# ---- beam_counter ----
Figure 1. M3 wires (beam_counter).
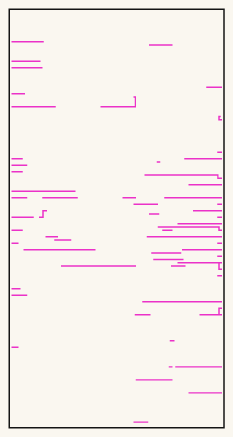
<file path="src/rtl/beam_counter.sv">
// ---------------------------------------------------------------------------
// beam_counter
//
// Video beam position counter with interlace handling and a light-pen latch.
// H counts colour clocks 0..226 per line. V counts lines up to a last line
// that depends on the line standard and the long-frame flag. Both positions
// can be overwritten by CPU writes, and writes win over counting.
//
// Ports
//   CLK       in   1  system clock, all state on rising edge
//   RST       in   1  synchronous active-high reset
//   CE        in   1  colour-clock enable, beam advances only when high
//   PAL       in   1  1 = PAL (313/312 lines), 0 = NTSC (263/262 lines)
//   LACE      in   1  interlace enable (LOF toggles per frame when high)
//   LP        in   1  light-pen strobe, rising edge significant
//   WR_VHPOS  in   1  load V[7:0] <= DB[15:8], H <= DB[7:0]
//   WR_VPOS   in   1  load LOF <= DB[15], V[8] <= DB[0]
//   DB        in  16  write data bus
//   HPOS      out  8  horizontal beam position
//   VPOS      out  9  vertical beam position
//   LOF       out  1  long-frame flag
//   HSTB      out  1  one-cycle pulse after a line wrap
//   VSTB      out  1  one-cycle pulse after a frame wrap
//   VV        out 15  comparator bus {VPOS[7:0], HPOS[7:1]}
//   LPH       out  8  light-pen horizontal latch
//   LPV       out  9  light-pen vertical latch
// ---------------------------------------------------------------------------
module beam_counter (
    input  logic        CLK,
    input  logic        RST,
    input  logic        CE,
    input  logic        PAL,
    input  logic        LACE,
    input  logic        LP,
    input  logic        WR_VHPOS,
    input  logic        WR_VPOS,
    input  logic [15:0] DB,
    output logic [7:0]  HPOS,
    output logic [8:0]  VPOS,
    output logic        LOF,
    output logic        HSTB,
    output logic        VSTB,
    output logic [14:0] VV,
    output logic [7:0]  LPH,
    output logic [8:0]  LPV
);

    localparam logic [7:0] H_LAST = 8'd226;
    localparam logic [7:0] H_MAX  = 8'd255;
    localparam logic [8:0] V_MAX  = 9'd511;

    // Last line number of the current frame. Long frames carry one extra line.
    function automatic logic [8:0] last_line(input logic pal, input logic lof);
        logic [8:0] ll;
        if (pal) begin
            ll = lof ? 9'd312 : 9'd311;
        end else begin
            ll = lof ? 9'd262 : 9'd261;
        end
        return ll;
    endfunction

    // Registered state
    logic [7:0] h_p1;
    logic [8:0] v_p1;
    logic       lof_p1;
    logic       hstb_p1;
    logic       vstb_p1;
    logic [7:0] lph_p1;
    logic [8:0] lpv_p1;
    logic       armed_p1;
    logic       lp_p1;      // LP sampled once
    logic       lp_p2;      // previous sample, for edge detection

    // Next-state decode
    logic       wr_any;
    logic       cnt_en;
    logic       h_wrap;
    logic [7:0] h_next;
    logic [8:0] v_last;
    logic       v_wrap;
    logic [8:0] v_next;
    logic       line_wrap;
    logic       frame_wrap;
    logic       lp_edge;
    logic       lp_capture;

    always_comb begin
        wr_any     = WR_VHPOS | WR_VPOS;
        cnt_en     = CE & ~wr_any;

        // A written H above 226 runs on to 255 and wraps there like a line end.
        h_wrap     = (h_p1 == H_LAST) || (h_p1 == H_MAX);
        h_next     = h_wrap ? 8'd0 : h_p1 + 8'd1;

        // V beyond the last line (after a write or a PAL change) runs on to
        // 511 and wraps modulo 512; that wrap is treated as a frame end too.
        v_last     = last_line(PAL, lof_p1);
        v_wrap     = (v_p1 == v_last) || (v_p1 == V_MAX);
        v_next     = v_wrap ? 9'd0 : v_p1 + 9'd1;

        line_wrap  = cnt_en & h_wrap;
        frame_wrap = line_wrap & v_wrap;

        lp_edge    = lp_p1 & ~lp_p2;
        lp_capture = lp_edge & armed_p1;
    end

    // ---- stage p1: beam state, strobes and light-pen latch ----
    always_ff @(posedge CLK) begin
        if (RST) begin
            h_p1     <= 8'd0;
            v_p1     <= 9'd0;
            lof_p1   <= 1'b1;
            hstb_p1  <= 1'b0;
            vstb_p1  <= 1'b0;
            lph_p1   <= 8'd0;
            lpv_p1   <= 9'd0;
            armed_p1 <= 1'b1;
            lp_p1    <= 1'b0;
            lp_p2    <= 1'b0;
        end else begin
            lp_p1   <= LP;
            lp_p2   <= lp_p1;
            hstb_p1 <= line_wrap;
            vstb_p1 <= frame_wrap;

            if (wr_any) begin
                if (WR_VHPOS) begin
                    h_p1      <= DB[7:0];
                    v_p1[7:0] <= DB[15:8];
                end
                if (WR_VPOS) begin
                    lof_p1    <= DB[15];
                    v_p1[8]   <= DB[0];
                end
            end else if (CE) begin
                h_p1 <= h_next;
                if (h_wrap) begin
                    v_p1 <= v_next;
                end
                if (frame_wrap) begin
                    lof_p1 <= LACE ? ~lof_p1 : 1'b1;
                end
            end

            // Capture uses the pre-update position; a same-cycle frame wrap
            // re-arms, so the latch is ready again for the new frame.
            if (lp_capture) begin
                lph_p1 <= h_p1;
                lpv_p1 <= v_p1;
            end
            if (frame_wrap) begin
                armed_p1 <= 1'b1;
            end else if (lp_capture) begin
                armed_p1 <= 1'b0;
            end
        end
    end

    // ---- outputs: straight from stage p1 registers ----
    assign HPOS = h_p1;
    assign VPOS = v_p1;
    assign LOF  = lof_p1;
    assign HSTB = hstb_p1;
    assign VSTB = vstb_p1;
    assign VV   = {v_p1[7:0], h_p1[7:1]};
    assign LPH  = lph_p1;
    assign LPV  = lpv_p1;

endmodule

</file>
<file path="config.mk">
export PLATFORM = sky130hd
export DESIGN_NAME = beam_counter
export DESIGN_NICKNAME = d
export VERILOG_FILES = /design/src/rtl/beam_counter.sv
export SDC_FILE = /design/constraint.sdc
export NUM_CORES = 1
export LEC_CHECK = 0
export CAP_MARGIN = 20
export CORE_ASPECT_RATIO = 2
export CORE_UTILIZATION = 60
export CTS_BUF_LIST = sky130_fd_sc_hd__clkbuf_16
export DETAILED_ROUTE_END_ITERATION = 7
export DONT_BUFFER_PORTS = 1
export PLACE_DENSITY = 0.82
export SYNTH_ARGS = -nofsm -noshare
export SYNTH_HDL_FRONTEND = slang
export SYNTH_SLANG_ARGS = --single-unit
export TNS_END_PERCENT = 10
</file>
<file path="constraint.sdc">
create_clock -name CLK -period 3.8 [get_ports CLK]
set_input_delay 0.76 -clock CLK [delete_from_list [all_inputs] [get_ports CLK]]
set_output_delay 0.76 -clock CLK [all_outputs]
set_load 0.1 [all_outputs]
</file>
==> notes.md <==
This memo summarizes the results of the implementation run.

Detailed routing
The final layout contains routed wiring with a total length of 5604 µm. The violation tally from detailed-route iteration zero is 46.

Timing
Setup repair after global routing left no endpoint under its margin. The post-route worst setup slack is 1.163 ns.

Layout
The number of multi-input combinational cells in the layout is 185. The flop count is 40. For this run, the share of the core covered by cells in the final layout is 0.6810. In the finished layout, the clock tree contains a buffer count of 5.

Clock network
The root buffer cell is sky130_fd_sc_hd__clkbuf_16. Looking at the clock tree report, the H-tree level count equals 2.

GRT
The number of antenna violations at the first check in global routing was 0. The global routing report lists combined usage of all routing layers as 0.3007. The via count of the first global-routing pass came to 1,822. The peak-usage layer in the global routing report is met2. Recorded from the global router log, the overflow total was 0.

Logic synthesis
The biggest combinational cell group after synthesis is simple AND/OR/NAND/NOR gates. The fraction of synthesis flops using an asynchronous set or reset pin is 0.

Worst setup path
The number of cells on the critical path is 5.

Die
The total area inside the core boundary comes to 3416 µm².

Min path
The hold path startpoint is VPOS[4]$_SDFFE_PP0P_.

Status
The flow ran to the end, and the final reports show no timing, DRC or antenna violations.
## Picture notes: Figure 1
- main direction: horizontal
- nets with wire on the layer: 46
- wire length on this layer: 320 µm


# ---- instr_fetch_stage ----
Figure 2. M3 wires (instr_fetch_stage).
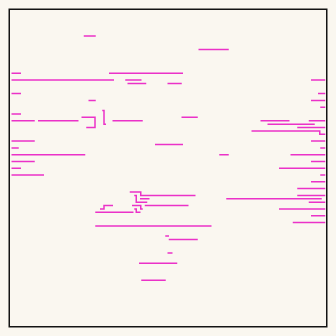
Figure 3. Placement view (instr_fetch_stage).
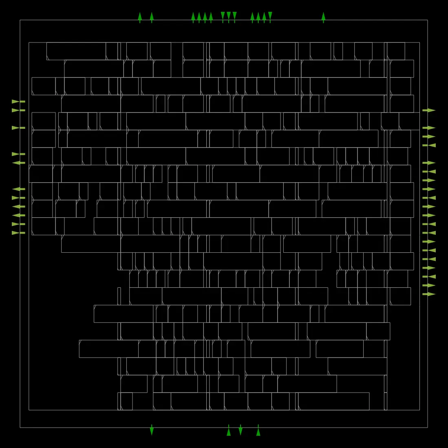
**config.mk**
```make
export PLATFORM = sky130hd
export DESIGN_NAME = instr_fetch_stage
export DESIGN_NICKNAME = d
export VERILOG_FILES = /design/src/rtl/instr_fetch_stage_pkg.sv /design/src/rtl/instr_fetch_stage_slot.sv /design/src/rtl/instr_fetch_stage.sv
export SDC_FILE = /design/constraint.sdc
export NUM_CORES = 1
export LEC_CHECK = 0
export ABC_AREA = 1
export CORE_UTILIZATION = 43
export CTS_BUF_LIST = sky130_fd_sc_hd__clkbuf_4 sky130_fd_sc_hd__clkbuf_8
export CTS_CLUSTER_SIZE = 10
export DETAILED_ROUTE_END_ITERATION = 16
export HOLD_SLACK_MARGIN = 0.1
export PLACE_DENSITY = 0.87
export SYNTH_ARGS = -nofsm -noshare
export SYNTH_HDL_FRONTEND = slang
export SYNTH_HIERARCHICAL = 1
export SYNTH_SLANG_ARGS = --single-unit
```
**constraint.sdc**
```tcl
create_clock -name Clock -period 1.25 [get_ports Clock]
set_input_delay 0.25 -clock Clock [delete_from_list [all_inputs] [get_ports Clock]]
set_output_delay 0.25 -clock Clock [all_outputs]
set_load 0.005 [all_outputs]
```
**src/rtl/instr_fetch_stage_pkg.sv**
```systemverilog
// Shared definitions for the instruction fetch stage: fetch FSM state codes,
// default widths/timeout and the reset address.
package instr_fetch_stage_pkg;

    localparam int ADDR_W_DEF  = 8;
    localparam int INSTR_W_DEF = 8;
    localparam int TIMEOUT_DEF = 15;

    localparam int RESET_ADDR = 0;

    localparam logic [1:0] ST_IDLE  = 2'd0;
    localparam logic [1:0] ST_REQ   = 2'd1;
    localparam logic [1:0] ST_DRAIN = 2'd2;
    localparam logic [1:0] ST_ERR   = 2'd3;

    // Ack-wait counter width: enough for TIMEOUT, never narrower than 4 bits.
    function automatic int cnt_width(input int timeout);
        int w;
        w = $clog2(timeout + 1);
        return (w < 4) ? 4 : w;
    endfunction

endpackage

```
**src/rtl/instr_fetch_stage_slot.sv**
```systemverilog
// One-entry IF/ID register (fetch_slot): holds the fetched word and its PC,
// with valid/ready handshake, capture, flush and drain.
module fetch_slot
    import instr_fetch_stage_pkg::*;
#(
    parameter int ADDR_W  = ADDR_W_DEF,
    parameter int INSTR_W = INSTR_W_DEF
) (
    input  logic               Clock,
    input  logic               Reset,
    input  logic               capture,
    input  logic               flush,
    input  logic               ready,
    input  logic [INSTR_W-1:0] cap_instr,
    input  logic [ADDR_W-1:0]  cap_pc,
    output logic               valid,
    output logic [INSTR_W-1:0] instr,
    output logic [ADDR_W-1:0]  pc,
    output logic               free
);

    assign free = !valid || ready;

    // NOTE: the data registers are reset as well, so Instr/InstrPC read 0 after reset.
    always_ff @(posedge Clock or posedge Reset) begin
        if (Reset) begin
            valid <= 1'b0;
            instr <= '0;
            pc    <= '0;
        end else begin
            // Flush beats capture; capture beats a same-cycle drain.
            if (flush)
                valid <= 1'b0;
            else if (capture)
                valid <= 1'b1;
            else if (ready)
                valid <= 1'b0;

            if (capture && !flush) begin
                instr <= cap_instr;
                pc    <= cap_pc;
            end
        end
    end

endmodule

```
**src/rtl/instr_fetch_stage.sv**
```systemverilog
// Instruction fetch stage: req/ack fetch FSM feeding a one-entry IF/ID slot.
// Optional FETCH_PERF_EN adds saturating FetchCount/StallCount outputs.
module instr_fetch_stage
    import instr_fetch_stage_pkg::*;
#(
    parameter int ADDR_W  = ADDR_W_DEF,
    parameter int INSTR_W = INSTR_W_DEF,
    parameter int TIMEOUT = TIMEOUT_DEF
) (
    input  logic               Clock,
    input  logic               Reset,
    input  logic [ADDR_W-1:0]  PcAddr,
    output logic               PcAdvance,
    output logic               MemReq,
    output logic [ADDR_W-1:0]  MemAddr,
    input  logic               MemAck,
    input  logic [INSTR_W-1:0] MemData,
    input  logic               Flush,
    output logic               InstrValid,
    input  logic               InstrReady,
    output logic [INSTR_W-1:0] Instr,
    output logic [ADDR_W-1:0]  InstrPC,
    output logic               FetchErr
`ifdef FETCH_PERF_EN
    ,
    output logic [15:0]        FetchCount,
    output logic [15:0]        StallCount
`endif
);

    localparam int CNT_W = cnt_width(TIMEOUT);

    logic [1:0]        state;
    logic [CNT_W-1:0]  wait_cnt;
    logic [ADDR_W-1:0] mem_addr_q;
    logic              slot_free;
    logic              capture;
    logic              timed_out;

    assign timed_out = (wait_cnt == CNT_W'(TIMEOUT - 1));
    assign capture   = (state == ST_REQ) && MemAck && !Flush;
    // NOTE: MemReq is decoded from the state register, so it can never disagree with the FSM.
    assign MemReq    = (state == ST_REQ) || (state == ST_DRAIN);
    assign MemAddr   = mem_addr_q;

    always_ff @(posedge Clock or posedge Reset) begin
        if (Reset) begin
            state      <= ST_IDLE;
            wait_cnt   <= '0;
            mem_addr_q <= ADDR_W'(RESET_ADDR);
            PcAdvance  <= 1'b0;
            FetchErr   <= 1'b0;
        end else begin
            PcAdvance <= capture;
            case (state)
                ST_IDLE: begin
                    if (slot_free && !Flush && !FetchErr) begin
                        state      <= ST_REQ;
                        mem_addr_q <= PcAddr;
                        wait_cnt   <= '0;
                    end
                end
                ST_REQ, ST_DRAIN: begin
                    if (MemAck) begin
                        state <= ST_IDLE;
                    end else if (timed_out) begin
                        state    <= ST_ERR;
                        FetchErr <= 1'b1;
                    end else begin
                        wait_cnt <= wait_cnt + 1'b1;
                        if (Flush)
                            state <= ST_DRAIN;
                    end
                end
                ST_ERR:  state <= ST_ERR;
                default: state <= ST_IDLE;
            endcase
        end
    end

    fetch_slot #(
        .ADDR_W  (ADDR_W),
        .INSTR_W (INSTR_W)
    ) u_slot (
        .Clock     (Clock),
        .Reset     (Reset),
        .capture   (capture),
        .flush     (Flush),
        .ready     (InstrReady),
        .cap_instr (MemData),
        .cap_pc    (mem_addr_q),
        .valid     (InstrValid),
        .instr     (Instr),
        .pc        (InstrPC),
        .free      (slot_free)
    );

`ifdef FETCH_PERF_EN
    always_ff @(posedge Clock or posedge Reset) begin
        if (Reset) begin
            FetchCount <= '0;
            StallCount <= '0;
        end else begin
            if (PcAdvance && (FetchCount != 16'hFFFF))
                FetchCount <= FetchCount + 16'd1;
            if (InstrValid && !InstrReady && (StallCount != 16'hFFFF))
                StallCount <= StallCount + 16'd1;
        end
    end
`endif

endmodule

```
==> notes.md <==
This memo summarizes the results of the implementation run.

Worst setup path
Data on the critical path is required at its endpoint by 1.43 ns. Per the timing report, the most critical flop-to-flop path finishes at wait_cnt[3]$_DFFE_PP0P_. The destination of the critical timing path is wait_cnt[3]$_DFFE_PP0P_. The critical path class is flop to flop. The worst flop-to-flop path startpoint is state[1]$_DFFE_PP0P_.

Layout
The net count of the finished layout is 295. The count of non-filler cells in the finished layout is 315. The clock distribution area overhead in the final layout is 0.04618. Of all the cell area in the finished design, non-clock buffers hold 0.3069. Multi-input combinational cells in the finished layout were counted as 124.

Timing
The post-route worst setup slack is -0.1741 ns. The final worst clock skew is 0.008835 ns. In the final report, the number of endpoints failing setup comes to 33.

GRT
In the global route stage, met2 resource usage came out at 0.4402. Entering global routing, the biggest net connects 18 pins.

Clock network
The tree is rooted in a sky130_fd_sc_hd__clkbuf_8. The TritonCTS clock tree is built.

Power and ir drop
The leakage power total is 1.410 nW. The share of power burned in the clock network is 0.184. The power dissipated in the clock network is 0.00106 W.

Status
The flow ran to the end, but the final reports show violations. The checks that failed: setup timing.

Logic synthesis
The cell-mix breakdown from Yosys lists the simple-gate area share as 0.2978. The top cell type by total area after synthesis is sky130_fd_sc_hd__dfrtp_1.

Detailed routing
The detail route stage leaves a number of antenna-violating nets equal to 0. Summed over all layers, the routed wires come to 4398 µm.
Notes on Figure 2 above:
- longest straight run: 23.0 µm
- wire length on this layer: 330 µm
- share of all routed wire: 7.5%
- nets with wire on the layer: 50

Notes on Figure 3 above:
core region area: 3468 µm²
num sequential: 33
register fraction of the total cell area: 0.3175
core occupancy in the finished layout: 0.7500



==> layout pictures side by side <==
I/O pins on the die edge.
Pins as bars across the die edge, other pins in gray.
shot_01.png
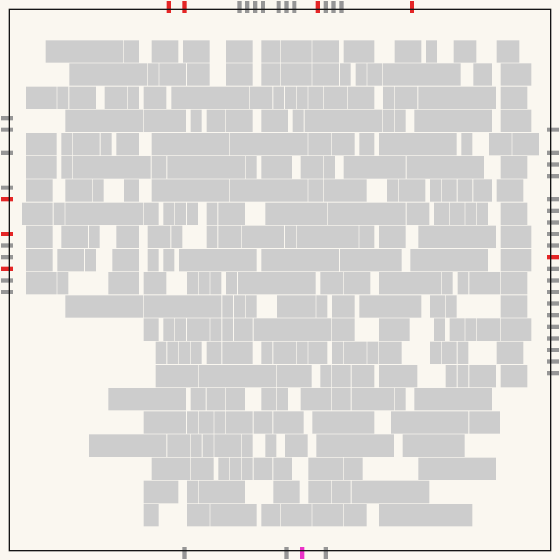
shot_02.png
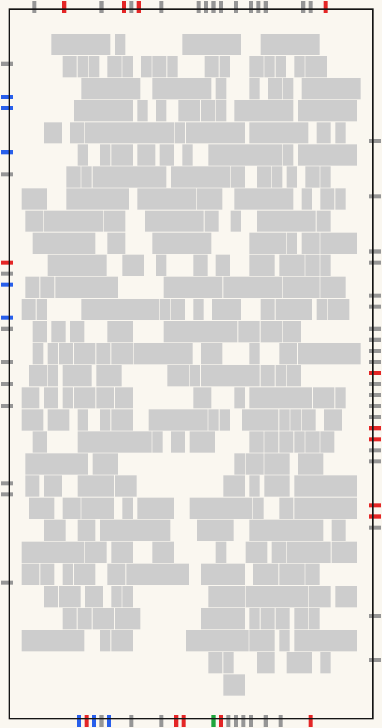
shot_01.png is instr_fetch_stage.
shot_02.png is beam_counter.
The one with the most pins is shot_02.png.

Key to shot_02.png:
- HPOS: blue (pins 8; direction output; edge 5 west, 3 south)
- VV: red (pins 15; direction output; edge 5 south, 5 east, 4 north, 1 west)
- RST: green (pins 1; direction input; edge south)

Power and IR drop assume default switching activity.
